==================== bin2bcd_seq
Figure 1. PDN straps and rails (bin2bcd_seq).
The bar under the picture is 20 µm long. Pins as bars on the die edge.
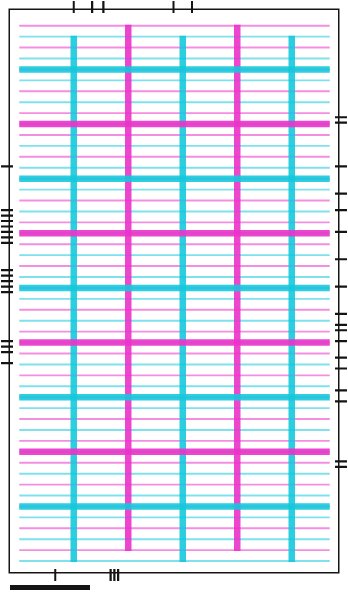
Figure 2. Cell classes on the final placement (bin2bcd_seq).
The bar under the picture is 20 µm long.
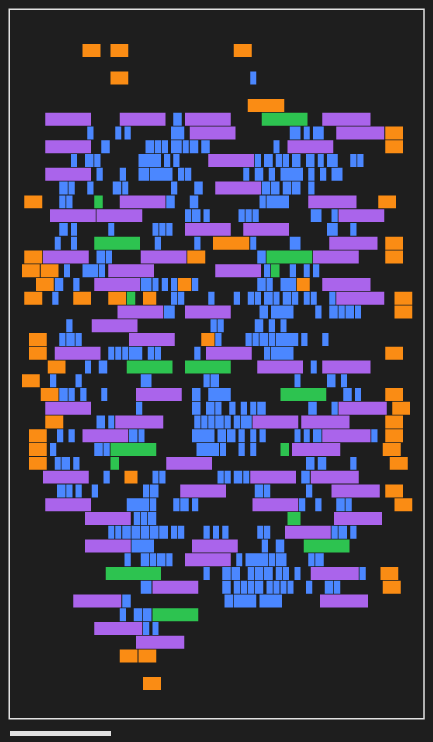
--- src/rtl/bin2bcd_pkg.sv ---
// Shared definitions for the sequential binary-to-BCD converter: blank code,
// FSM encoding and a sizing helper for integrators.
package bin2bcd_pkg;

  localparam logic [3:0] DIGIT_BLANK = 4'hF;

  localparam logic [1:0] ST_IDLE_ENC  = 2'd0;
  localparam logic [1:0] ST_SHIFT_ENC = 2'd1;
  localparam logic [1:0] ST_DONE_ENC  = 2'd2;

  typedef enum logic [1:0] {
    ST_IDLE  = ST_IDLE_ENC,
    ST_SHIFT = ST_SHIFT_ENC,
    ST_DONE  = ST_DONE_ENC
  } state_e;

  // Smallest digit count that shows every value of a WIDTH-bit unsigned input.
  function automatic int min_ndig(input int width);
    longint unsigned maxv;
    longint unsigned p;
    int n;
    maxv = (width >= 64) ? '1 : ((64'd1 << width) - 64'd1);
    p = 64'd10;
    n = 1;
    for (int k = 0; k < 19; k++) begin
      if (p <= maxv) begin
        n = n + 1;
        p = p * 64'd10;
      end
    end
    return n;
  endfunction

endpackage

--- src/rtl/bin2bcd_seq_adjust.sv ---
// Double-dabble digit correction: a BCD digit of 5 or more gets +3 so that the
// following left shift carries correctly into the next decade.
module bcd_adjust (
  input  logic [3:0] digit_i,
  output logic [3:0] digit_o
);

  assign digit_o = (digit_i >= 4'd5) ? (digit_i + 4'd3) : digit_i;

endmodule

--- src/rtl/bin2bcd_seq.sv ---
// Sequential binary-to-BCD converter, one double-dabble iteration per clock,
// with registered digit outputs and optional leading-zero blanking.
//
// Handshake: a value is accepted on a rising edge where in_valid && in_ready;
// in_ready is high only in IDLE, and upstream holds in_value/in_valid until then.
// out_valid is a single-cycle pulse in the cycle the new digits first appear.
module bin2bcd_seq
  import bin2bcd_pkg::*;
#(
  parameter int WIDTH    = 16,
  parameter int NDIG     = 5,
  parameter int BLANK_LZ = 1
) (
  input  logic                clock,
  input  logic                reset,
  input  logic                in_valid,
  output logic                in_ready,
  input  logic [WIDTH-1:0]    in_value,
  output logic                out_valid,
  output logic [4*NDIG-1:0]   digits,
  output logic                busy,
  output state_e              dbg_state
);

  localparam int CW = $clog2(WIDTH + 1);

  state_e              state_q;
  logic [WIDTH-1:0]    bin_q;
  logic [4*NDIG-1:0]   bcd_q;
  logic [CW-1:0]       count_q;
  logic [4*NDIG-1:0]   digits_q;
  logic                out_valid_q;

  logic [4*NDIG-1:0]   adj_bcd;
  logic [WIDTH-1:0]    bin_d;
  logic [4*NDIG-1:0]   bcd_d;
  logic [4*NDIG-1:0]   blanked;
  logic                lead;

  for (genvar g = 0; g < NDIG; g++) begin : g_adj
    bcd_adjust u_adj (
      .digit_i (bcd_q[4*g +: 4]),
      .digit_o (adj_bcd[4*g +: 4])
    );
  end

  // Carry out of the top digit falls off the end, giving value mod 10^NDIG.
  always_comb begin
    {bcd_d, bin_d} = {adj_bcd, bin_q} << 1;
  end

  always_comb begin
    blanked = bcd_q;
    lead    = (BLANK_LZ != 0);
    for (int i = NDIG - 1; i >= 1; i--) begin
      if (lead && (bcd_q[4*i +: 4] == 4'd0)) begin
        blanked[4*i +: 4] = DIGIT_BLANK;
      end else begin
        lead = 1'b0;
      end
    end
  end

  always_ff @(posedge clock or posedge reset) begin
    if (reset) begin
      state_q     <= ST_IDLE;
      bin_q       <= '0;
      bcd_q       <= '0;
      count_q     <= '0;
      digits_q    <= {NDIG{DIGIT_BLANK}};
      out_valid_q <= 1'b0;
    end else begin
      out_valid_q <= 1'b0;
      case (state_q)
        ST_IDLE: begin
          if (in_valid) begin
            bin_q   <= in_value;
            bcd_q   <= '0;
            count_q <= CW'(WIDTH);
            state_q <= ST_SHIFT;
          end
        end
        ST_SHIFT: begin
          bcd_q   <= bcd_d;
          bin_q   <= bin_d;
          count_q <= count_q - CW'(1);
          if (count_q == CW'(1)) begin
            state_q <= ST_DONE;
          end
        end
        ST_DONE: begin
          digits_q    <= blanked;
          out_valid_q <= 1'b1;
          state_q     <= ST_IDLE;
        end
        default: state_q <= ST_IDLE;
      endcase
    end
  end

  assign in_ready  = (state_q == ST_IDLE);
  assign busy      = (state_q != ST_IDLE);
  assign out_valid = out_valid_q;
  assign digits    = digits_q;
  assign dbg_state = state_q;

endmodule
--- config.mk ---
export PLATFORM = sky130hd
export DESIGN_NAME = bin2bcd_seq
export DESIGN_NICKNAME = d
export VERILOG_FILES = /design/src/rtl/bin2bcd_pkg.sv /design/src/rtl/bin2bcd_seq_adjust.sv /design/src/rtl/bin2bcd_seq.sv
export SDC_FILE = /design/constraint.sdc
export NUM_CORES = 1
export LEC_CHECK = 0
export ABC_AREA = 1
export CAP_MARGIN = 20
export CORE_ASPECT_RATIO = 1.75
export CORE_MARGIN = 2
export CORE_UTILIZATION = 30
export DETAILED_ROUTE_END_ITERATION = 10
export GPL_ROUTABILITY_DRIVEN = 0
export PLACE_DENSITY = 0.53
export SLEW_MARGIN = 10
export SYNTH_ARGS = -nofsm -noshare
export SYNTH_HDL_FRONTEND = slang
export SYNTH_SLANG_ARGS = --single-unit
--- constraint.sdc ---
create_clock -name clock -period 2.69 [get_ports clock]
set_input_delay 0.538 -clock clock [delete_from_list [all_inputs] [get_ports clock]]
set_output_delay 0.538 -clock clock [all_outputs]
set_load 0.02 [all_outputs]
==> flow_summary_export.csv <==
group,metric,value,unit
status,status,"finished clean",
power_and_ir_drop,swShare,0.392,
finish,nNonClkBuffers,50,
finish,seqCellArea,1630,µm²
sta,worst_clock_skew,4.22,ps
setup_path,critical_path_depth,2,
run,maxCapViolations,0,
yosys,synth_flops,64,
floorplanning,die_area,11400,µm²
setup_path,reg2reg_depth,6,
drt,num_vias,2676,
cts,cts_max_level,3,
global_routing,use_met2,0.224,
yosys,ys_warn_count,0,
drt,post-route-drc-count,0,
cts,cts_made_buffers,9,
yosys,synth_cells,389,
setup_path,rr_startpoint,"dbg_state[1]",
sta,hold-worst-slack,479,ps
cts,clock-root-buffer,"clkbuf_16",
setup_path,endpoint,"in_ready",
floorplanning,dieHeight,140,µm
global_routing,grt_pass1_wl,11600,µm
setup_path,cp.required,2150,ps
placement,place_ws,848,ps
Notes on Figure 1 above:
| color | net |
|---|---|
| cyan | VSS |
| magenta | VDD |
rows: 49
met1 rails: 50
met5 straps: 9
met4 straps: 5

Notes on Figure 2 above:
| color | class | cells |
|---|---|---|
| purple | flops | 64 |
| blue | combinational and other logic | 312 |
| green | clock drivers and dummy loads | 16 |
| orange | other buffers and delay cells | 50 |

kinds of logic (layout without fill, tap and decap cells):
group / count (synthesis) / after routing / synth area share
AND/OR/NAND/NOR: 203 / 203 / 0.262
AND-OR/OR-AND: 53 / 53 / 0.0901
buffers and inverters: 53 / 106 / 0.0727
flip-flops: 64 / 64 / 0.514
XOR/XNOR: 1 / 1 / 0.00277
adder cells (fa/ha/maj): 15 / 15 / 0.0593
through the flow:
stage,power [µW],area [µm²],instances
floorplan,3190,3170,389
global placement,3790,3750,553
detailed placement,3850,3750,553
CTS,5010,4040,569
global route,5390,4040,569
finish,4940,4040,569

==================== frame_stream_source
<file path="src/rtl/frame_stream_source.sv">
// Raster-order frame reader: streams one frame from a single-port buffer
// as a valid/sop/eop pixel stream for the conv filter input.
module frame_stream_source #(
   parameter int PIX_WIDTH  = 24,
   parameter int ADDR_WIDTH = 20,
   parameter int DIM_WIDTH  = 16,
   parameter int RD_LATENCY = 2,
   parameter int MIN_DIM    = 3
) (
   input  logic                  clk,
   input  logic                  rst,
   input  logic                  clk_en,
   input  logic                  start,
   input  logic [ADDR_WIDTH-1:0] base_addr,
   input  logic [DIM_WIDTH-1:0]  img_width,
   input  logic [DIM_WIDTH-1:0]  img_heigth,
   input  logic                  ready,
   output logic                  mem_rd_en,
   output logic [ADDR_WIDTH-1:0] mem_addr,
   input  logic [PIX_WIDTH-1:0]  mem_rd_data,
   output logic [PIX_WIDTH-1:0]  o_data,
   output logic                  o_valid,
   output logic                  o_sop,
   output logic                  o_eop,
   output logic                  busy,
   output logic                  done,
   output logic                  err_size
);

   typedef enum logic [2:0] {
      IDLE,
      WAIT_RDY,
      STREAM,
      DRAIN,
      DONE
   } state_t;

   state_t                state;
   logic [ADDR_WIDTH-1:0] base_q;
   logic [DIM_WIDTH-1:0]  wid_q;
   logic [DIM_WIDTH-1:0]  hgt_q;
   logic [DIM_WIDTH-1:0]  col;
   logic [DIM_WIDTH-1:0]  row;
   logic                  rd_sop;
   logic                  rd_eop;
   logic [RD_LATENCY-1:0] tv;
   logic [RD_LATENCY-1:0] ts;
   logic [RD_LATENCY-1:0] te;

   logic                  col_end;
   logic                  last_rd;
   logic [DIM_WIDTH-1:0]  col_nx;
   logic [DIM_WIDTH-1:0]  row_nx;
   logic                  eop_nx;
   logic                  size_bad;

   always_comb begin
      col_end  = (col == wid_q - DIM_WIDTH'(1));
      last_rd  = col_end && (row == hgt_q - DIM_WIDTH'(1));
      col_nx   = col_end ? '0 : col + DIM_WIDTH'(1);
      row_nx   = col_end ? row + DIM_WIDTH'(1) : row;
      eop_nx   = (col_nx == wid_q - DIM_WIDTH'(1)) &&
                 (row_nx == hgt_q - DIM_WIDTH'(1));
      size_bad = (img_width < DIM_WIDTH'(MIN_DIM)) ||
                 (img_heigth < DIM_WIDTH'(MIN_DIM));
   end

   always_ff @(posedge clk) begin
      if (rst) begin
         state     <= IDLE;
         base_q    <= '0;
         wid_q     <= '0;
         hgt_q     <= '0;
         col       <= '0;
         row       <= '0;
         rd_sop    <= 1'b0;
         rd_eop    <= 1'b0;
         tv        <= '0;
         ts        <= '0;
         te        <= '0;
         mem_rd_en <= 1'b0;
         mem_addr  <= '0;
         o_data    <= '0;
         o_valid   <= 1'b0;
         o_sop     <= 1'b0;
         o_eop     <= 1'b0;
         busy      <= 1'b0;
         done      <= 1'b0;
         err_size  <= 1'b0;
      end else if (clk_en) begin
         done     <= 1'b0;
         err_size <= 1'b0;
         // Tags ride alongside the read so they meet the returning data.
         tv[0] <= mem_rd_en;
         ts[0] <= mem_rd_en & rd_sop;
         te[0] <= mem_rd_en & rd_eop;
         for (int i = 1; i < RD_LATENCY; i++) begin
            tv[i] <= tv[i-1];
            ts[i] <= ts[i-1];
            te[i] <= te[i-1];
         end
         o_valid <= tv[RD_LATENCY-1];
         o_sop   <= ts[RD_LATENCY-1];
         o_eop   <= te[RD_LATENCY-1];
         if (tv[RD_LATENCY-1]) o_data <= mem_rd_data;

         unique case (state)
            IDLE: begin
               if (start) begin
                  base_q <= base_addr;
                  wid_q  <= img_width;
                  hgt_q  <= img_heigth;
                  if (size_bad) begin
                     err_size <= 1'b1;
                  end else begin
                     state <= WAIT_RDY;
                     busy  <= 1'b1;
                  end
               end
            end
            WAIT_RDY: begin
               if (ready) begin
                  state     <= STREAM;
                  mem_rd_en <= 1'b1;
                  mem_addr  <= base_q;
                  col       <= '0;
                  row       <= '0;
                  rd_sop    <= 1'b1;
                  rd_eop    <= 1'b0;
               end
            end
            STREAM: begin
               rd_sop <= 1'b0;
               if (last_rd) begin
                  state     <= DRAIN;
                  mem_rd_en <= 1'b0;
                  rd_eop    <= 1'b0;
               end else begin
                  mem_addr <= mem_addr + ADDR_WIDTH'(1);
                  col      <= col_nx;
                  row      <= row_nx;
                  rd_eop   <= eop_nx;
               end
            end
            DRAIN: begin
               if (o_valid && o_eop) begin
                  state <= DONE;
                  busy  <= 1'b0;
                  done  <= 1'b1;
               end
            end
            DONE: state <= IDLE;
            default: state <= IDLE;
         endcase
      end
   end

endmodule

</file>
<file path="config.mk">
export PLATFORM = sky130hd
export DESIGN_NAME = frame_stream_source
export DESIGN_NICKNAME = d
export VERILOG_FILES = /design/src/rtl/frame_stream_source.sv
export SDC_FILE = /design/constraint.sdc
export NUM_CORES = 1
export LEC_CHECK = 0
export CORE_MARGIN = 2
export CORE_UTILIZATION = 28
export CTS_BUF_LIST = sky130_fd_sc_hd__clkbuf_16
export CTS_CLUSTER_DIAMETER = 200
export DETAILED_ROUTE_END_ITERATION = 12
export PLACE_DENSITY = 0.48
export SETUP_SLACK_MARGIN = 0.4
export SKIP_CTS_REPAIR_TIMING = 1
export SYNTH_ARGS = -nofsm -noshare
export SYNTH_HDL_FRONTEND = slang
export SYNTH_SLANG_ARGS = --single-unit
</file>
<file path="constraint.sdc">
create_clock -name clk -period 8.3 [get_ports clk]
set_input_delay 1.245 -clock clk [delete_from_list [all_inputs] [get_ports clk]]
set_output_delay 1.245 -clock clk [all_outputs]
set_load 0.1 [all_outputs]
</file>
==> flow_summary_export.csv <==
group,metric,value,unit
power_and_ir_drop,peakVddDrop,0.133,mV
floorplanning,core,30400,µm²
sta,hold-worst-slack,454,ps
drt,num_vias,8491,
setup_path,startpoint,"hgt_q[6]",
floorplanning,die_area,32100,µm²
finish,largestClassByArea,"logic gates",
cts,clock-root-buffer,"clkbuf_16",
finish,nFillCells,3272,
sta,worst_pin_slew,1230,ps
setup_path,critical-path-top-delay-family,"simple AND/OR/NAND/NOR gates",
power_and_ir_drop,power_frac_seq,0.322,
yosys,synthMuxAreaShare,0.0130,
finish,antenna_cells,0,
sta,fin_crit,4490,ps
worst_hold_path,hp-class,"register to register",
setup_path,worstPathCellList,"or4_1 -> nor4_1 -> a21oi_1 -> o22ai_1 -> nor4_1 -> nand4_1 -> o21bai_2 -> nor2_1 -> o21ai_0 -> a311oi_1",
yosys,syn-num-nets,1235,
status,status,"finished clean",
global_routing,grt_pass1_wl,45500,µm
drt,met1Wirelength,13300,µm
finish,top_register,"o_data",
global_routing,grt_max_degree,59,
yosys,ys_top_cells_by_count,"nand2_1, dfxtp_1, a21oi_1",
yosys,ys_sh_simple,0.286,
drt,ant_nets,0,
yosys,synthTopLogicFamily,"simple AND/OR/NAND/NOR gates",
drt,top_layer_used,"met4",
yosys,synth_cells,1149,
setup_path,cp.required,8640,ps
finish,nNetsFinal,1308,
sta,fmax,222,MHz
finish,syn_to_final_growth,24.4,%
yosys,synthAoiAreaFrac,0.223,
finish,seqCellArea,2920,µm²
yosys,flop_cell,"dfxtp_1",
finish,combGateArea,5220,µm²
## final timing paths
path	depth (start not counted)	to
worst min register to register	2	base_q[14]
worst min-delay path	2	base_q[14]
worst max-delay path	10	row[7]
worst max register to register	10	row[7]
## layer usage
layer	vias up	global-route usage
met5	-	0
met4	0	0.0501
met3	35	0.0257
met2	172	0.298
met1	4042	0.243
li1	4242	-
## power groups by stage
stage	combinational (µW)	clock [µW]	sequential, µW
floorplan	574	0	891
global placement	874	0	828
detailed placement	875	0	828
CTS	879	840	811
global route	967	871	821
finish	882	825	812
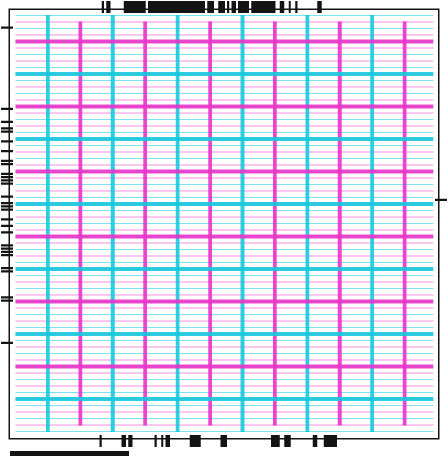
Figure 3: frame_stream_source, PDN straps and rails.
The bar under the picture is 50 µm long. Pins as bars on the die edge.
| color | net |
|---|---|
| cyan | VSS |
| magenta | VDD |
met1 rails: 65
met4 straps: 12

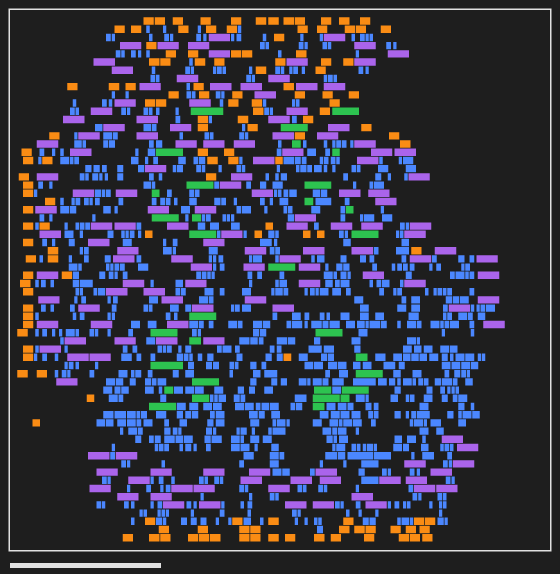
Figure 4: frame_stream_source, cell classes on the final placement.
The bar under the picture is 50 µm long.
| color | class | cells |
|---|---|---|
| orange | other buffers and delay cells | 139 |
| green | clock drivers and dummy loads | 32 |
| purple | flops | 146 |
| blue | combinational and other logic | 918 |
Final Core Density: 0.351
Cell Rows: 64

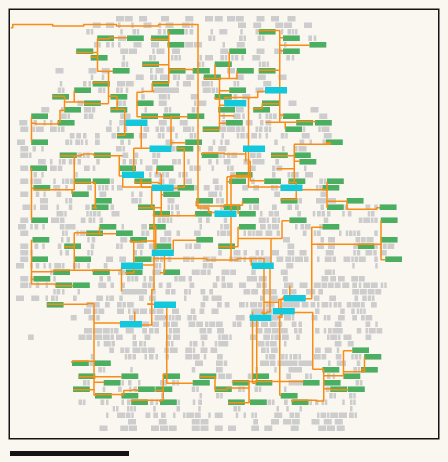
Figure 5: frame_stream_source, routed clock nets over the placement.
The bar under the picture is 50 µm long.
[orange] clock wires | length: 2,360 µm
[green] flip-flops | count: 146
[cyan] clock drivers | count: 17
flops lie: spread over the die
Clk pwr share: 0.328
clock group power: 825 µW
clk latency late pin: 440 ps
Clock Skew: 12.1 ps


==================== regfile_write_arbiter
--- src/rtl/regfile_pkg.sv ---
// Register-file geometry and writeback source indices shared by the
// write-port arbiter and its clients.
package regfile_pkg;

   localparam int REG_WIDTH  = 8;
   localparam int REG_AWIDTH = 3;

   localparam int SRC_ALU = 0;
   localparam int SRC_MEM = 1;

   // Width of a source index; a single source still needs one bit.
   function automatic int src_w(input int n);
      return (n > 1) ? $clog2(n) : 1;
   endfunction

endpackage

--- src/rtl/rr_picker.sv ---
// Combinational round-robin first-one finder: picks the first set request
// at or after the pointer, wrapping from N-1 back to 0.
module rr_picker #(
   parameter int N  = 2,
   parameter int PW = 1
) (
   input  logic [N-1:0]  i_req,
   input  logic [PW-1:0] i_ptr,
   output logic [N-1:0]  o_grant,
   output logic [PW-1:0] o_idx,
   output logic          o_any
);

   int w_dist;
   int w_best;

   // Each request's rotated distance from the pointer; the nearest wins.
   always_comb begin
      o_grant = '0;
      o_idx   = '0;
      o_any   = 1'b0;
      w_best  = N;
      w_dist  = 0;
      for (int j = 0; j < N; j++) begin
         w_dist = j - int'(i_ptr);
         if (w_dist < 0) w_dist = w_dist + N;
         if (i_req[j] && (w_dist < w_best)) begin
            w_best     = w_dist;
            o_grant    = '0;
            o_grant[j] = 1'b1;
            o_idx      = PW'(j);
            o_any      = 1'b1;
         end
      end
   end

endmodule

--- src/rtl/regfile_write_arbiter.sv ---
// Round-robin arbiter sharing the register-file write port among NREQ
// writeback sources, with a registered one-cycle write pulse.
module regfile_write_arbiter
   import regfile_pkg::*;
#(
   parameter int NREQ   = 2,
   parameter int WIDTH  = REG_WIDTH,
   parameter int AWIDTH = REG_AWIDTH
) (
   input  logic                     clk,
   input  logic                     rst,
   input  logic                     stall,
   input  logic [NREQ-1:0]          req_valid,
   input  logic [NREQ*AWIDTH-1:0]   req_addr,
   input  logic [NREQ*WIDTH-1:0]    req_data,
   output logic [NREQ-1:0]          req_ready,
   output logic                     wr_en,
   output logic [AWIDTH-1:0]        wr_addr,
   output logic [WIDTH-1:0]         wr_data,
   output logic [src_w(NREQ)-1:0]   wr_src
);

   localparam int SW = src_w(NREQ);

   logic [NREQ-1:0]   w_req;
   logic [NREQ-1:0]   w_grant;
   logic [SW-1:0]     w_idx;
   logic              w_any;
   logic [AWIDTH-1:0] w_addr;
   logic [WIDTH-1:0]  w_data;
   logic [SW-1:0]     w_ptr_nxt;

   logic [SW-1:0]     r_ptr;
   logic              r_vld_p1;
   logic [AWIDTH-1:0] r_addr_p1;
   logic [WIDTH-1:0]  r_data_p1;
   logic [SW-1:0]     r_src_p1;

   // Masking the requests makes a transfer impossible while stalled or in reset.
   assign w_req = (stall || rst) ? '0 : req_valid;

   rr_picker #(
      .N  (NREQ),
      .PW (SW)
   ) u_picker (
      .i_req   (w_req),
      .i_ptr   (r_ptr),
      .o_grant (w_grant),
      .o_idx   (w_idx),
      .o_any   (w_any)
   );

   assign req_ready = w_grant;

   always_comb begin
      w_addr = '0;
      w_data = '0;
      for (int i = 0; i < NREQ; i++) begin
         if (w_grant[i]) begin
            w_addr = req_addr[i*AWIDTH +: AWIDTH];
            w_data = req_data[i*WIDTH +: WIDTH];
         end
      end
   end

   assign w_ptr_nxt = (w_idx == SW'(NREQ - 1)) ? '0 : w_idx + SW'(1);

   // ---- stage p0 -> p1: granted write registered onto the port ----
   always_ff @(posedge clk) begin
      if (rst) begin
         r_ptr     <= '0;
         r_vld_p1  <= 1'b0;
         r_addr_p1 <= '0;
         r_data_p1 <= '0;
         r_src_p1  <= '0;
      end else begin
         r_vld_p1 <= w_any;
         if (w_any) begin
            r_ptr     <= w_ptr_nxt;
            r_addr_p1 <= w_addr;
            r_data_p1 <= w_data;
            r_src_p1  <= w_idx;
         end
      end
   end

   assign wr_en   = r_vld_p1;
   assign wr_addr = r_addr_p1;
   assign wr_data = r_data_p1;
   assign wr_src  = r_src_p1;

endmodule
--- config.mk ---
export PLATFORM = sky130hd
export DESIGN_NAME = regfile_write_arbiter
export DESIGN_NICKNAME = d
export VERILOG_FILES = /design/src/rtl/regfile_pkg.sv /design/src/rtl/rr_picker.sv /design/src/rtl/regfile_write_arbiter.sv
export SDC_FILE = /design/constraint.sdc
export NUM_CORES = 1
export LEC_CHECK = 0
export CAP_MARGIN = 20
export CORE_UTILIZATION = 38
export DETAILED_ROUTE_END_ITERATION = 12
export GPL_ROUTABILITY_DRIVEN = 0
export PLACE_DENSITY = 0.84
export SYNTH_ARGS = -nofsm -noshare
export SYNTH_HDL_FRONTEND = slang
export SYNTH_SLANG_ARGS = --single-unit
--- constraint.sdc ---
create_clock -name clk -period 2.18 [get_ports clk]
set_input_delay 0.436 -clock clk [delete_from_list [all_inputs] [get_ports clk]]
set_output_delay 0.436 -clock clk [all_outputs]
set_load 0.02 [all_outputs]
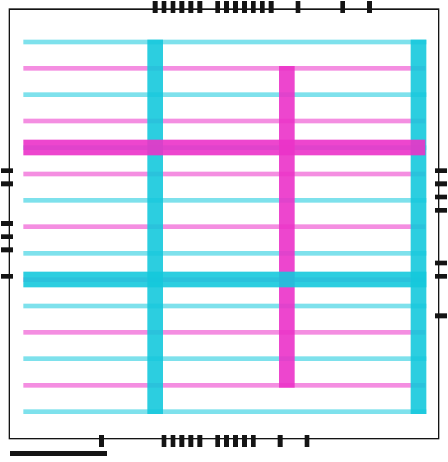
Figure 6: regfile_write_arbiter, PDN straps and rails.
The bar under the picture is 10 µm long. Pins as bars on the die edge.
| color | net |
|---|---|
| magenta | VDD |
| cyan | VSS |
met4 straps: 3
rows: 14

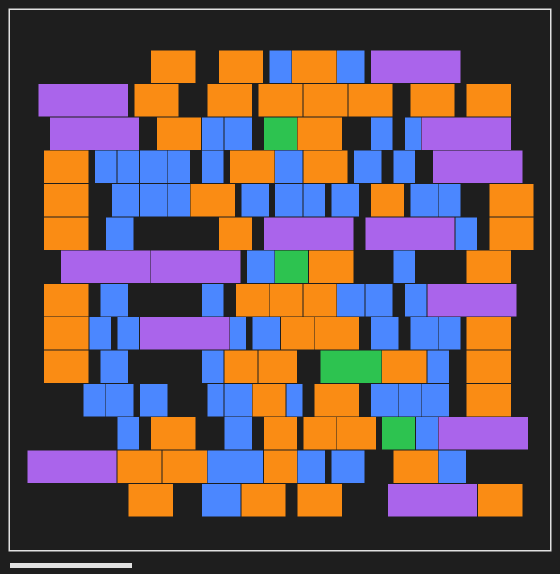
Figure 7: regfile_write_arbiter, cell classes on the final placement.
The bar under the picture is 10 µm long.
| color | class | cells |
|---|---|---|
| purple | flops | 14 |
| green | clock drivers and dummy loads | 4 |
| blue | combinational and other logic | 59 |
| orange | other buffers and delay cells | 52 |
core area: 1580 µm²
Cell Rows: 14
final non-filler cell area: 1170 µm²

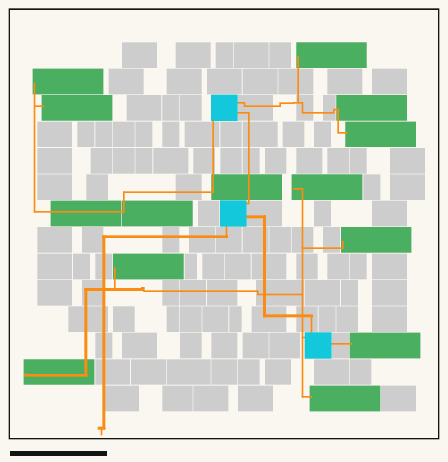
Figure 8: regfile_write_arbiter, routed clock nets over the placement.
The bar under the picture is 10 µm long.
[cyan] clock drivers | count: 3
[orange] clock wires | length: 210 µm
[green] flip-flops | count: 14
flops lie: spread over the die

==> flow_summary_export.csv <==
group,metric,value,unit
cts,clk_pin_slew,90,ps
yosys,synth_flops,14,
finish,comb_share,0.288,
sta,finalSetupViolCount,0,
worst_hold_path,hold_path_end,"wr_src",
setup_path,slowest_stage,"clkdlybuf4s50_1",
setup_path,critical_path_depth,4,
setup_path,critical-path-top-delay-family,"buffers and inverters",
finish,final_layout_top_logic_cells,"clkdlybuf4s50_1, dfxtp_1",
yosys,edf_count,0,
status,status,"finished with violations",
yosys,avgSynthCellArea,8.21,µm²
drt,post-route-drc-count,1,
finish,seq_area_frac,0.240,
cts,clkSinkCount,14,
yosys,flop_cell,"dfxtp_1",
floorplanning,taps,16,
setup_path,cp.required,1740,ps
floorplanning,io_pins,42,
global_routing,overflow,0,
status,violations,"DRC",
## where the power goes
group	internal [µW]	leakage (µW)	switching, µW
Combinational	89.0	0.000285	71.9
Clock	102	0.0000210	92.3
Sequential	269	0.000114	6.20
Total	460	0.000420	170
## metal layers
metal / vias to the layer above / wire length (µm)
li1: 405 / -
met1: 414 / 907
met2: 37 / 1210
met3: 8 / 135
met4: 0 / 53
met5: - / 0
## cells by family after synthesis
family / synth area share
simple gates: 0.288
compound gates: 0.210
buf+inv: 0.0855
flops: 0.416

==================== dcache_rsp_stage_flat
Figure 9. PDN straps and rails (dcache_rsp_stage_flat).
The bar under the picture is 50 µm long. Pins as bars on the die edge.
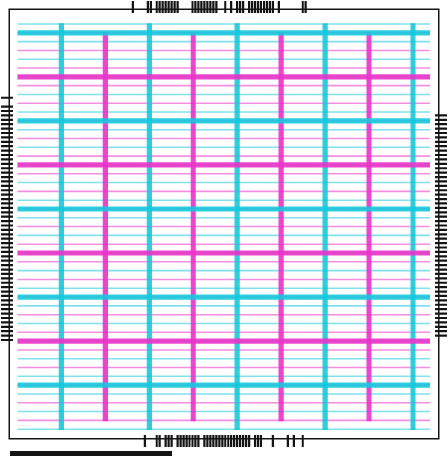
Figure 10. Cell classes on the final placement (dcache_rsp_stage_flat).
The bar under the picture is 50 µm long.
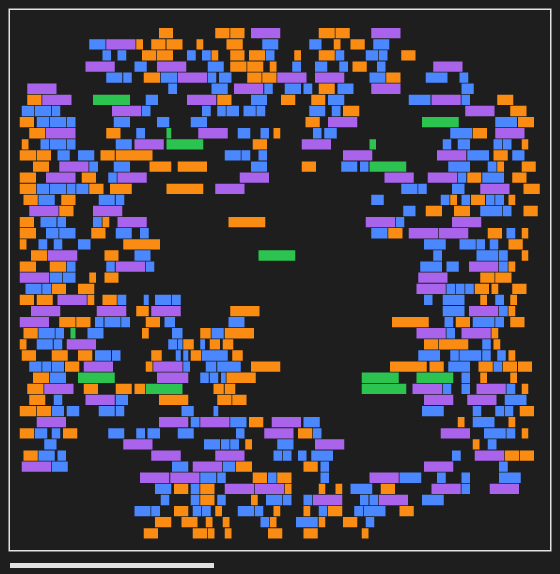
Figure 11. Routed clock nets over the placement (dcache_rsp_stage_flat).
The bar under the picture is 50 µm long.
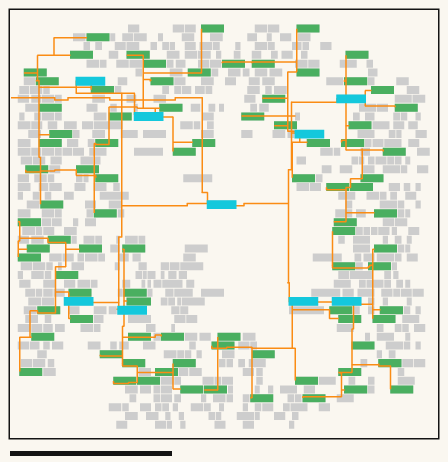
**src/rtl/dcache_rsp_stage_if.sv**
```systemverilog
// Bundles the dcache output-queue head, ROB resteer/completion and CDB request/broadcast signals.
// The slave modport is the drain stage; the master modport is whoever drives the queue, ROB and arbiter side.
interface dcache_rsp_stage_if #(
   parameter int DATA_SIZE    = 32,
   parameter int OOO_TAG_SIZE = 10,
   parameter int OOO_ROB_SIZE = 10
);
   logic                    q_valid;
   logic [31:0]             q_addr;
   logic [DATA_SIZE-1:0]    q_data;
   logic                    q_is_st;
   logic                    q_is_flush;
   logic [OOO_TAG_SIZE-1:0] q_tag;
   logic [OOO_ROB_SIZE-1:0] q_rob_line;
   logic                    q_pop;
   logic                    resteer;
   logic                    cdb_req;
   logic                    cdb_grant;
   logic                    cdb_valid;
   logic [OOO_TAG_SIZE-1:0] cdb_tag;
   logic [DATA_SIZE-1:0]    cdb_data;
   logic                    rob_cmpl_valid;
   logic [OOO_ROB_SIZE-1:0] rob_cmpl_line;
   logic                    rob_cmpl_is_flush;
   logic [31:0]             rob_cmpl_addr;

   modport slave (
      input  q_valid, q_addr, q_data, q_is_st, q_is_flush, q_tag, q_rob_line,
      input  resteer, cdb_grant,
      output q_pop, cdb_req, cdb_valid, cdb_tag, cdb_data,
      output rob_cmpl_valid, rob_cmpl_line, rob_cmpl_is_flush, rob_cmpl_addr
   );

   modport master (
      output q_valid, q_addr, q_data, q_is_st, q_is_flush, q_tag, q_rob_line,
      output resteer, cdb_grant,
      input  q_pop, cdb_req, cdb_valid, cdb_tag, cdb_data,
      input  rob_cmpl_valid, rob_cmpl_line, rob_cmpl_is_flush, rob_cmpl_addr
   );
endinterface

```
**src/rtl/dcache_rsp_stage.sv**
```systemverilog
// Drains one dcache op at a time: loads broadcast on the CDB once granted, stores/flushes complete to the ROB 1 cycle after pop.
// The head pops only when the holding register is empty or finishing; DCACHE_RSP_STATS_EN adds saturating op/stall counters.
module dcache_rsp_stage #(
   parameter int DATA_SIZE    = 32,
   parameter int OOO_TAG_SIZE = 10,
   parameter int OOO_ROB_SIZE = 10,
   parameter int STAT_WIDTH   = 16
) (
   input  logic clk,
   input  logic rst,
   dcache_rsp_stage_if.slave bus
`ifdef DCACHE_RSP_STATS_EN
   ,
   output logic [STAT_WIDTH-1:0] stat_ld_cnt,
   output logic [STAT_WIDTH-1:0] stat_st_cnt,
   output logic [STAT_WIDTH-1:0] stat_flush_cnt,
   output logic [STAT_WIDTH-1:0] stat_cdb_stall_cnt
`endif
);

   typedef enum logic [1:0] {EMPTY, CMPL, WAIT_CDB} state_t;

   state_t                  state;
   logic [31:0]             hold_addr;
   logic [DATA_SIZE-1:0]    hold_data;
   logic [OOO_TAG_SIZE-1:0] hold_tag;
   logic [OOO_ROB_SIZE-1:0] hold_line;
   logic                    hold_is_flush;

   logic live, ld_done, cmpl_done, finish, pop;

   // Reset and resteer both silence every strobe in the cycle they are seen.
   assign live      = ~rst & ~bus.resteer;
   assign ld_done   = live & (state == WAIT_CDB) & bus.cdb_grant;
   assign cmpl_done = live & (state == CMPL);
   assign finish    = ld_done | cmpl_done;
   assign pop       = live & bus.q_valid & ((state == EMPTY) | finish);

   always_ff @(posedge clk) begin
      if (rst) begin
         state         <= EMPTY;
         hold_addr     <= '0;
         hold_data     <= '0;
         hold_tag      <= '0;
         hold_line     <= '0;
         hold_is_flush <= 1'b0;
      end else if (bus.resteer) begin
         state <= EMPTY;
      end else if (pop) begin
         state         <= (bus.q_is_st | bus.q_is_flush) ? CMPL : WAIT_CDB;
         hold_addr     <= bus.q_addr;
         hold_data     <= bus.q_data;
         hold_tag      <= bus.q_tag;
         hold_line     <= bus.q_rob_line;
         hold_is_flush <= bus.q_is_flush;
      end else if (finish) begin
         state <= EMPTY;
      end
   end

   assign bus.q_pop             = pop;
   assign bus.cdb_req           = live & (state == WAIT_CDB);
   assign bus.cdb_valid         = ld_done;
   assign bus.cdb_tag           = ld_done ? hold_tag  : '0;
   assign bus.cdb_data          = ld_done ? hold_data : '0;
   assign bus.rob_cmpl_valid    = finish;
   assign bus.rob_cmpl_line     = finish ? hold_line : '0;
   assign bus.rob_cmpl_is_flush = cmpl_done & hold_is_flush;
   assign bus.rob_cmpl_addr     = finish ? hold_addr : '0;

`ifdef DCACHE_RSP_STATS_EN
   function automatic logic [STAT_WIDTH-1:0] sat_inc(input logic [STAT_WIDTH-1:0] v);
      return (&v) ? v : v + 1'b1;
   endfunction

   always_ff @(posedge clk) begin
      if (rst) begin
         stat_ld_cnt        <= '0;
         stat_st_cnt        <= '0;
         stat_flush_cnt     <= '0;
         stat_cdb_stall_cnt <= '0;
      end else begin
         if (ld_done)
            stat_ld_cnt <= sat_inc(stat_ld_cnt);
         if (cmpl_done & ~hold_is_flush)
            stat_st_cnt <= sat_inc(stat_st_cnt);
         if (cmpl_done & hold_is_flush)
            stat_flush_cnt <= sat_inc(stat_flush_cnt);
         if (live & (state == WAIT_CDB) & ~bus.cdb_grant)
            stat_cdb_stall_cnt <= sat_inc(stat_cdb_stall_cnt);
      end
   end
`endif

endmodule

```
**src/flat_wrapper.sv**
```systemverilog
// flat-port wrapper written by rule: the top's interface ports become plain ports
module dcache_rsp_stage_flat 
#(
   parameter int DATA_SIZE    = 32,
   parameter int OOO_TAG_SIZE = 10,
   parameter int OOO_ROB_SIZE = 10,
   parameter int STAT_WIDTH   = 16
)
  (clk, rst, bus_q_valid, bus_q_addr, bus_q_data, bus_q_is_st, bus_q_is_flush, bus_q_tag, bus_q_rob_line, bus_resteer, bus_cdb_grant, bus_q_pop, bus_cdb_req, bus_cdb_valid, bus_cdb_tag, bus_cdb_data, bus_rob_cmpl_valid, bus_rob_cmpl_line, bus_rob_cmpl_is_flush, bus_rob_cmpl_addr);
  dcache_rsp_stage_if #(.DATA_SIZE(DATA_SIZE), .OOO_TAG_SIZE(OOO_TAG_SIZE), .OOO_ROB_SIZE(OOO_ROB_SIZE)) bus_i ();
  input  logic clk;
  input  logic rst;
  input wire logic [$bits(bus_i.q_valid)-1:0] bus_q_valid;
  input wire logic [$bits(bus_i.q_addr)-1:0] bus_q_addr;
  input wire logic [$bits(bus_i.q_data)-1:0] bus_q_data;
  input wire logic [$bits(bus_i.q_is_st)-1:0] bus_q_is_st;
  input wire logic [$bits(bus_i.q_is_flush)-1:0] bus_q_is_flush;
  input wire logic [$bits(bus_i.q_tag)-1:0] bus_q_tag;
  input wire logic [$bits(bus_i.q_rob_line)-1:0] bus_q_rob_line;
  input wire logic [$bits(bus_i.resteer)-1:0] bus_resteer;
  input wire logic [$bits(bus_i.cdb_grant)-1:0] bus_cdb_grant;
  output wire logic [$bits(bus_i.q_pop)-1:0] bus_q_pop;
  output wire logic [$bits(bus_i.cdb_req)-1:0] bus_cdb_req;
  output wire logic [$bits(bus_i.cdb_valid)-1:0] bus_cdb_valid;
  output wire logic [$bits(bus_i.cdb_tag)-1:0] bus_cdb_tag;
  output wire logic [$bits(bus_i.cdb_data)-1:0] bus_cdb_data;
  output wire logic [$bits(bus_i.rob_cmpl_valid)-1:0] bus_rob_cmpl_valid;
  output wire logic [$bits(bus_i.rob_cmpl_line)-1:0] bus_rob_cmpl_line;
  output wire logic [$bits(bus_i.rob_cmpl_is_flush)-1:0] bus_rob_cmpl_is_flush;
  output wire logic [$bits(bus_i.rob_cmpl_addr)-1:0] bus_rob_cmpl_addr;
  assign bus_i.q_valid = bus_q_valid;
  assign bus_i.q_addr = bus_q_addr;
  assign bus_i.q_data = bus_q_data;
  assign bus_i.q_is_st = bus_q_is_st;
  assign bus_i.q_is_flush = bus_q_is_flush;
  assign bus_i.q_tag = bus_q_tag;
  assign bus_i.q_rob_line = bus_q_rob_line;
  assign bus_i.resteer = bus_resteer;
  assign bus_i.cdb_grant = bus_cdb_grant;
  assign bus_q_pop = bus_i.q_pop;
  assign bus_cdb_req = bus_i.cdb_req;
  assign bus_cdb_valid = bus_i.cdb_valid;
  assign bus_cdb_tag = bus_i.cdb_tag;
  assign bus_cdb_data = bus_i.cdb_data;
  assign bus_rob_cmpl_valid = bus_i.rob_cmpl_valid;
  assign bus_rob_cmpl_line = bus_i.rob_cmpl_line;
  assign bus_rob_cmpl_is_flush = bus_i.rob_cmpl_is_flush;
  assign bus_rob_cmpl_addr = bus_i.rob_cmpl_addr;
  dcache_rsp_stage #(.DATA_SIZE(DATA_SIZE), .OOO_TAG_SIZE(OOO_TAG_SIZE), .OOO_ROB_SIZE(OOO_ROB_SIZE), .STAT_WIDTH(STAT_WIDTH)) u_core (.clk(clk), .rst(rst), .bus(bus_i));
endmodule
```
**config.mk**
```make
export PLATFORM = sky130hd
export DESIGN_NAME = dcache_rsp_stage_flat
export DESIGN_NICKNAME = d
export VERILOG_FILES = /design/src/rtl/dcache_rsp_stage_if.sv /design/src/rtl/dcache_rsp_stage.sv /design/src/flat_wrapper.sv
export SDC_FILE = /design/constraint.sdc
export NUM_CORES = 1
export LEC_CHECK = 0
export CORE_MARGIN = 2
export CORE_UTILIZATION = 25
export DETAILED_ROUTE_END_ITERATION = 6
export SYNTH_ARGS = -nofsm -noshare
export SYNTH_HDL_FRONTEND = slang
export SYNTH_SLANG_ARGS = --single-unit
export TNS_END_PERCENT = 5
```
**constraint.sdc**
```tcl
create_clock -name clk -period 1.7 [get_ports clk]
set_input_delay 0.17 -clock clk [delete_from_list [all_inputs] [get_ports clk]]
set_output_delay 0.17 -clock clk [all_outputs]
set_load 0.01 [all_outputs]
```
==> flow_summary_export.csv <==
group,metric,value,unit
sta,finalSetupViolCount,85,
placement,hpwl,7510,µm
worst_hold_path,min_from,"rst",
setup_path,cp.arrival,1730,ps
yosys,flop_cell,"dfxtp_1",
yosys,top_area_cell,"dfxtp_1",
status,status,"finished with violations",
status,violations,"setup timing",
setup_path,critical_path_depth,6,
sta,hold-worst-slack,275,ps
finish,nNetsFinal,666,
setup_path,setup.worst_path.start_class,"register",
drt,drt_iter0_markers,49,
sta,fin_ws,-203,ps
global_routing,grt_pass1_vias,3416,
About Figure 9:
| color | net |
|---|---|
| magenta | VDD |
| cyan | VSS |
met1 rails: 47
rows: 46
Chip Height: 132 µm
maximum vdd drop: 0.508 mV

About Figure 10:
| color | class | cells |
|---|---|---|
| orange | other buffers and delay cells | 205 |
| green | clock drivers and dummy loads | 13 |
| purple | flops | 87 |
| blue | combinational and other logic | 272 |
Final Core Density: 0.415
sequential share of cell area: 0.264
Cell Rows: 46
core area: 15,900 µm²

About Figure 11:
[green] flip-flops | count: 87
[orange] clock wires | length: 1,280 µm
[cyan] clock drivers | count: 9
flops lie: spread over the die
Clock Skew: 3.64 ps
clock group power: 1890 µW
clk latency late pin: 340 ps
Clk pwr share: 0.405

metal layers:
metal  up-vias  track usage
li1       1625            -
met1      1546        0.155
met2       119        0.211
met3        12       0.0507
met4         0       0.0465
met5         -            0
cell type report:
type	count	area (µm²)	area share
multi-input cells	269	2330	0.352
repair buffers	205	1990	0.301
flip-flops and latches	87	1740	0.264
well taps	216	270	0.0409
clock buffers	11	233	0.0352
clock inverters	2	35.0	0.00530
inverters	3	11.3	0.00170
sequential cells by signal (all words and copies together) (netlist names):
register              cells
u_core.hold_addr         32
u_core.hold_tag          10
u_core.hold_line         10
u_core.hold_is_flush      1
u_core.hold_data         32
u_core.state              2

==================== reset_sequencer_flat
[src/rtl/reset_seq_pkg.sv]
// Shared encodings and constants for the platform reset sequencer.
// Imported by the sequencer top and its interface.
package reset_seq_pkg;

    typedef enum logic [1:0] {
        HELD    = 2'd0,
        INIT    = 2'd1,
        STAGGER = 2'd2,
        RUN     = 2'd3
    } seq_state_e;

    // Level meaning "resume-well power is good" on the filtered RSMRST_N
    localparam logic PWR_SW_ON = 1'b1;
    localparam logic HIGH      = 1'b1;

    localparam int unsigned SYNC_STAGES = 2;

endpackage

[src/rtl/reset_sequencer_if.sv]
// Source qualification inputs and sequenced reset outputs of the reset sequencer.
// master = sequencer side, slave = consumer/board side.
interface reset_sequencer_if #(
    parameter int unsigned NUM_CH = 4
);

    logic                     RSMRST_N;
    logic                     PLTRST_N;
    logic                     SwReqSeq;
    logic                     Tick;
    logic                     InitResetn;
    logic                     MainResetN;
    logic [NUM_CH-1:0]        ChResetN;
    logic                     SeqDone;
    reset_seq_pkg::seq_state_e SeqState;

    modport master (
        input  RSMRST_N, PLTRST_N, SwReqSeq,
        output Tick, InitResetn, MainResetN, ChResetN, SeqDone, SeqState
    );

    modport slave (
        output RSMRST_N, PLTRST_N, SwReqSeq,
        input  Tick, InitResetn, MainResetN, ChResetN, SeqDone, SeqState
    );

endinterface

[src/rtl/reset_tick_div.sv]
// Tick strobe generator: one-cycle pulse every TICK_DIV clocks, restartable via reload.
module reset_tick_div #(
    parameter int unsigned TICK_DIV = 503
) (
    input  logic clk,
    input  logic rst_n,
    input  logic reload,
    output logic tick
);

    localparam int unsigned      DIV_W = $clog2(TICK_DIV);
    localparam logic [DIV_W-1:0] LOAD  = DIV_W'(TICK_DIV - 1);

    logic [DIV_W-1:0] cnt;

    // tick is registered so it is high exactly while cnt sits at zero
    always_ff @(posedge clk or negedge rst_n) begin
        if (!rst_n) begin
            cnt  <= LOAD;
            tick <= 1'b0;
        end else begin
            tick <= !reload && (cnt == DIV_W'(1));
            if (reload || (cnt == '0)) begin
                cnt <= LOAD;
            end else begin
                cnt <= cnt - DIV_W'(1);
            end
        end
    end

endmodule

[src/rtl/reset_sequencer.sv]
// Power-on/platform reset sequencer: qualifies RSMRST_N/PLTRST_N, holds InitResetn
// for INIT_TICKS ticks, then releases NUM_CH channel resets STAGGER_TICKS apart.
module reset_sequencer
    import reset_seq_pkg::*;
#(
    parameter int unsigned NUM_CH        = 4,
    parameter int unsigned TICK_DIV      = 503,
    parameter int unsigned INIT_TICKS    = 32,
    parameter int unsigned STAGGER_TICKS = 4,
    parameter int unsigned FILT_LEN      = 3,
    parameter int unsigned CNT_W         = 8
) (
    input  logic                MCLKi,
    input  logic                HARD_nRESETi,
    reset_sequencer_if.master   bus
);

    localparam int unsigned NUM_SRC = 2;
    localparam int unsigned FILT_W  = $clog2(FILT_LEN + 1);
    localparam bit          DIRECT  = (STAGGER_TICKS == 0) || (NUM_CH == 1);

    localparam logic [CNT_W-1:0] INIT_LAST = CNT_W'(INIT_TICKS - 1);
    localparam logic [CNT_W-1:0] STAG_LAST = CNT_W'((NUM_CH - 1) * STAGGER_TICKS);

    logic [NUM_SRC-1:0] src_raw;
    logic [NUM_SRC-1:0] src_f;
    logic               rsm_f;
    logic               plt_f;

    seq_state_e         state;
    seq_state_e         state_nx;
    logic [CNT_W-1:0]   cnt;
    logic [CNT_W-1:0]   cnt_nx;
    logic [CNT_W-1:0]   cnt_inc_c;
    logic [NUM_CH-1:0]  rel;
    logic [NUM_CH-1:0]  rel_nx;
    logic               init_nx;
    logic               reload_c;
    logic               tick;

    logic               init_q;
    logic               main_q;
    logic [NUM_CH-1:0]  ch_q;
    logic               done_q;

    assign src_raw = {bus.PLTRST_N, bus.RSMRST_N};
    assign rsm_f   = src_f[0];
    assign plt_f   = src_f[1];

    // Per-source synchroniser plus run-length glitch filter; filtered value starts asserted (0)
    for (genvar g = 0; g < NUM_SRC; g++) begin : g_src
        logic [SYNC_STAGES-1:0] sync;
        logic [FILT_W-1:0]      run_len;
        logic                   filt;

        always_ff @(posedge MCLKi or negedge HARD_nRESETi) begin
            if (!HARD_nRESETi) begin
                sync    <= '0;
                run_len <= '0;
                filt    <= 1'b0;
            end else begin
                sync <= {sync[SYNC_STAGES-2:0], src_raw[g]};
                if (sync[SYNC_STAGES-1] == filt) begin
                    run_len <= '0;
                end else if (run_len == FILT_W'(FILT_LEN)) begin
                    filt    <= sync[SYNC_STAGES-1];
                    run_len <= '0;
                end else begin
                    run_len <= run_len + FILT_W'(1);
                end
            end
        end

        assign src_f[g] = filt;
    end

    reset_tick_div #(
        .TICK_DIV (TICK_DIV)
    ) u_tick_div (
        .clk    (MCLKi),
        .rst_n  (HARD_nRESETi),
        .reload (reload_c),
        .tick   (tick)
    );

    // Next-state, tick counter and channel release pattern
    always_comb begin
        state_nx  = state;
        cnt_nx    = cnt;
        rel_nx    = rel;
        reload_c  = 1'b0;
        init_nx   = 1'b0;
        cnt_inc_c = (cnt == '1) ? cnt : cnt + CNT_W'(1);

        // Loss of resume-well power overrides everything else
        if (rsm_f != PWR_SW_ON) begin
            state_nx = HELD;
            cnt_nx   = '0;
            rel_nx   = '0;
        end else begin
            case (state)
                HELD: begin
                    state_nx = INIT;
                    cnt_nx   = '0;
                    rel_nx   = '0;
                    reload_c = 1'b1;
                end
                INIT: begin
                    if (tick) begin
                        if (cnt == INIT_LAST) begin
                            cnt_nx = '0;
                            if (DIRECT) begin
                                state_nx = RUN;
                                rel_nx   = '1;
                            end else begin
                                state_nx = STAGGER;
                                rel_nx   = NUM_CH'(1);
                            end
                        end else begin
                            cnt_nx = cnt_inc_c;
                        end
                    end
                end
                STAGGER: begin
                    if (tick) begin
                        cnt_nx = cnt_inc_c;
                        for (int i = 1; i < NUM_CH; i++) begin
                            if (cnt_inc_c >= CNT_W'(i * STAGGER_TICKS)) begin
                                rel_nx[i] = HIGH;
                            end
                        end
                        if (cnt_inc_c >= STAG_LAST) begin
                            state_nx = RUN;
                        end
                    end
                end
                RUN: begin
                    if (bus.SwReqSeq) begin
                        state_nx = HELD;
                        cnt_nx   = '0;
                        rel_nx   = '0;
                    end
                end
                default: begin
                    state_nx = HELD;
                end
            endcase
        end

        init_nx = (state_nx == STAGGER) || (state_nx == RUN);
    end

    // State and registered outputs; PLTRST_N gating applied on the same edge as the pattern
    always_ff @(posedge MCLKi or negedge HARD_nRESETi) begin
        if (!HARD_nRESETi) begin
            state  <= HELD;
            cnt    <= '0;
            rel    <= '0;
            init_q <= 1'b0;
            main_q <= 1'b0;
            ch_q   <= '0;
            done_q <= 1'b0;
        end else begin
            state  <= state_nx;
            cnt    <= cnt_nx;
            rel    <= rel_nx;
            init_q <= init_nx;
            main_q <= init_nx & plt_f;
            ch_q   <= rel_nx & {NUM_CH{plt_f}};
            done_q <= (state_nx == RUN);
        end
    end

    assign bus.Tick       = tick;
    assign bus.InitResetn = init_q;
    assign bus.MainResetN = main_q;
    assign bus.ChResetN   = ch_q;
    assign bus.SeqDone    = done_q;
    assign bus.SeqState   = state;

endmodule
[src/flat_wrapper.sv]
// flat-port wrapper written by rule: the top's interface ports become plain ports
module reset_sequencer_flat import reset_seq_pkg::*;
#(
    parameter int unsigned NUM_CH        = 4,
    parameter int unsigned TICK_DIV      = 503,
    parameter int unsigned INIT_TICKS    = 32,
    parameter int unsigned STAGGER_TICKS = 4,
    parameter int unsigned FILT_LEN      = 3,
    parameter int unsigned CNT_W         = 8
)
  (MCLKi, HARD_nRESETi, bus_RSMRST_N, bus_PLTRST_N, bus_SwReqSeq, bus_Tick, bus_InitResetn, bus_MainResetN, bus_ChResetN, bus_SeqDone, bus_SeqState);
  reset_sequencer_if #(.NUM_CH(NUM_CH)) bus_i ();
  input  logic MCLKi;
  input  logic HARD_nRESETi;
  input wire logic [$bits(bus_i.RSMRST_N)-1:0] bus_RSMRST_N;
  input wire logic [$bits(bus_i.PLTRST_N)-1:0] bus_PLTRST_N;
  input wire logic [$bits(bus_i.SwReqSeq)-1:0] bus_SwReqSeq;
  output wire logic [$bits(bus_i.Tick)-1:0] bus_Tick;
  output wire logic [$bits(bus_i.InitResetn)-1:0] bus_InitResetn;
  output wire logic [$bits(bus_i.MainResetN)-1:0] bus_MainResetN;
  output wire logic [$bits(bus_i.ChResetN)-1:0] bus_ChResetN;
  output wire logic [$bits(bus_i.SeqDone)-1:0] bus_SeqDone;
  output wire logic [$bits(bus_i.SeqState)-1:0] bus_SeqState;
  assign bus_i.RSMRST_N = bus_RSMRST_N;
  assign bus_i.PLTRST_N = bus_PLTRST_N;
  assign bus_i.SwReqSeq = bus_SwReqSeq;
  assign bus_Tick = bus_i.Tick;
  assign bus_InitResetn = bus_i.InitResetn;
  assign bus_MainResetN = bus_i.MainResetN;
  assign bus_ChResetN = bus_i.ChResetN;
  assign bus_SeqDone = bus_i.SeqDone;
  assign bus_SeqState = bus_i.SeqState;
  reset_sequencer #(.NUM_CH(NUM_CH), .TICK_DIV(TICK_DIV), .INIT_TICKS(INIT_TICKS), .STAGGER_TICKS(STAGGER_TICKS), .FILT_LEN(FILT_LEN), .CNT_W(CNT_W)) u_core (.MCLKi(MCLKi), .HARD_nRESETi(HARD_nRESETi), .bus(bus_i));
endmodule
[config.mk]
export PLATFORM = sky130hd
export DESIGN_NAME = reset_sequencer_flat
export DESIGN_NICKNAME = d
export VERILOG_FILES = /design/src/rtl/reset_seq_pkg.sv /design/src/rtl/reset_sequencer_if.sv /design/src/rtl/reset_tick_div.sv /design/src/rtl/reset_sequencer.sv /design/src/flat_wrapper.sv
export SDC_FILE = /design/constraint.sdc
export NUM_CORES = 1
export LEC_CHECK = 0
export ABC_CLOCK_PERIOD_IN_PS = 3360
export CAP_MARGIN = 0
export CORE_UTILIZATION = 50
export CTS_BUF_LIST = sky130_fd_sc_hd__clkbuf_4 sky130_fd_sc_hd__clkbuf_8 sky130_fd_sc_hd__clkbuf_16
export CTS_CLUSTER_SIZE = 40
export DETAILED_ROUTE_END_ITERATION = 16
export PLACE_DENSITY_LB_ADDON = 0.12
export SLEW_MARGIN = 40
export SYNTH_ARGS = -nofsm -noshare
export SYNTH_HDL_FRONTEND = slang
export SYNTH_SLANG_ARGS = --single-unit
[constraint.sdc]
create_clock -name MCLKi -period 3.36 [get_ports MCLKi]
set_input_delay 0.84 -clock MCLKi [delete_from_list [all_inputs] [get_ports MCLKi]]
set_output_delay 0.84 -clock MCLKi [all_outputs]
set_load 0.05 [all_outputs]
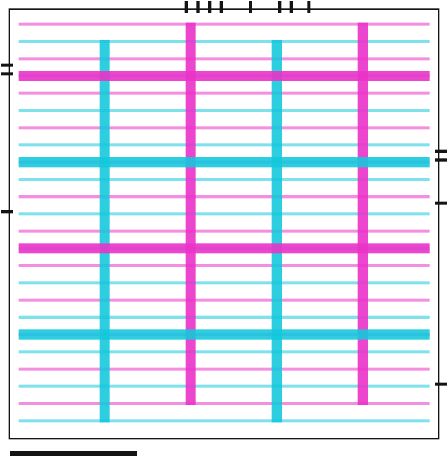
Figure 12: reset_sequencer_flat, PDN straps and rails.
The bar under the picture is 20 µm long. Pins as bars on the die edge.
| color | net |
|---|---|
| cyan | VSS |
| magenta | VDD |
signal pins: 15
met4 straps: 4

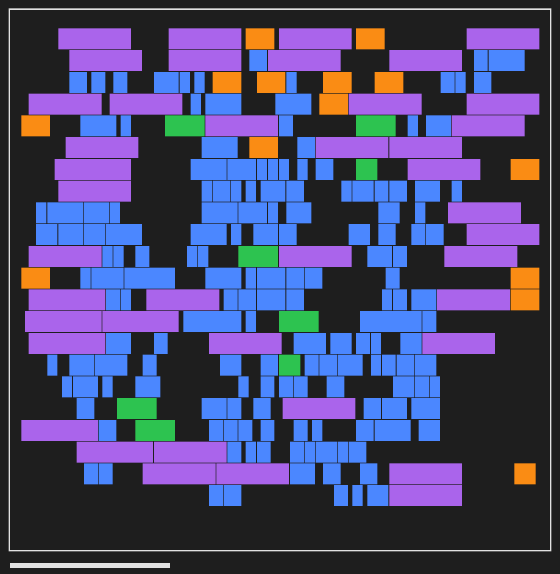
Figure 13: reset_sequencer_flat, cell classes on the final placement.
The bar under the picture is 20 µm long.
| color | class | cells |
|---|---|---|
| purple | flops | 41 |
| orange | other buffers and delay cells | 14 |
| green | clock drivers and dummy loads | 8 |
| blue | combinational and other logic | 160 |

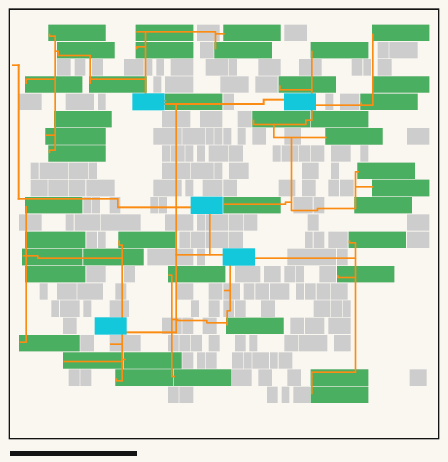
Figure 14: reset_sequencer_flat, routed clock nets over the placement.
The bar under the picture is 20 µm long.
[green] flip-flops | count: 41
[cyan] clock drivers | count: 5
[orange] clock wires | length: 489 µm
routed clock nets: 6
flops lie: spread over the die

[cells by family after synthesis]
family          Yosys count  synth area share
compound gates           61             0.200
flops                    41             0.482
buf+inv                  23            0.0466
fa+ha+maj                10            0.0583
simple gates             70             0.189
xor+xnor                  6            0.0245
[flip-flops by register name, indices dropped and copies added, names as in the netlist, 2 cells and up]
name,cells
u_core.bus.SeqState,2
u_core.g_src.filt,2
u_core.rel,4
u_core.g_src.run_len,4
u_core.bus.ChResetN,4
u_core.g_src.sync,4
u_core.u_tick_div.cnt,9
u_core.cnt,8
==> flow_summary_export.csv <==
group,metric,value,unit
setup_path,endpoint,"bus_SeqState[0]",
placement,io_buffers,14,
finish,buffer_area_frac,0.0575,
power_and_ir_drop,peakVddDrop,0.339,mV
global_routing,use_met3,0.0608,
yosys,synthArstFlopShare,1.00,
status,status,"finished clean",
global_routing,grt_antenna_before_repair,0,
worst_hold_path,whs_path_depth,0,
yosys,synth_top_cell_by_count,"dfrtp_1",
finish,n_all_inverters,13,
global_routing,busiest_layer,"met2",
finish,final_layout_top_logic_cells,"dfrtp_1, nand2_1, a21oi_1, inv_1, clkdlybuf4s50_1",
setup_path,slowest_stage,"clkdlybuf4s50_1",
cts,clock-root-buffer,"clkbuf_8",


==> screenshots <==
Routing congestion.
(a)
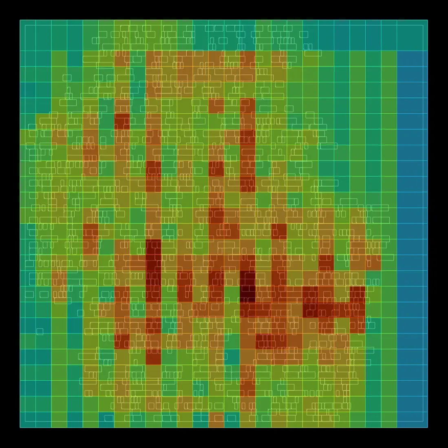
(b)
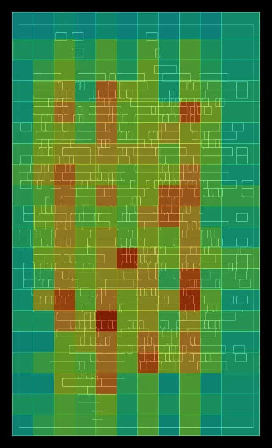
(c)
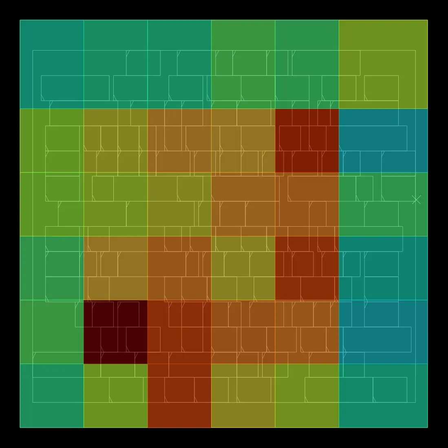
(d)
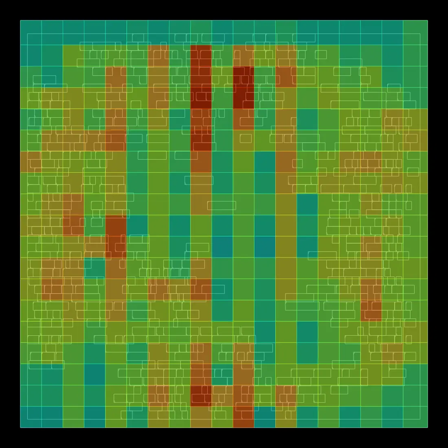
(e)
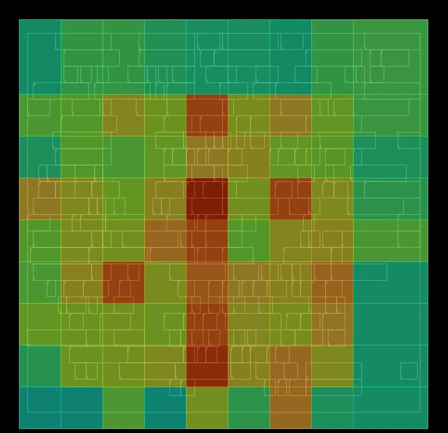
(d) comes from dcache_rsp_stage_flat.
(e) comes from reset_sequencer_flat.
(a) comes from frame_stream_source.
(c) comes from regfile_write_arbiter.
(b) comes from bin2bcd_seq.
Of these, highest track usage: (c)
Of these, highest utilization: (c)

Power and IR drop assume default switching activity.
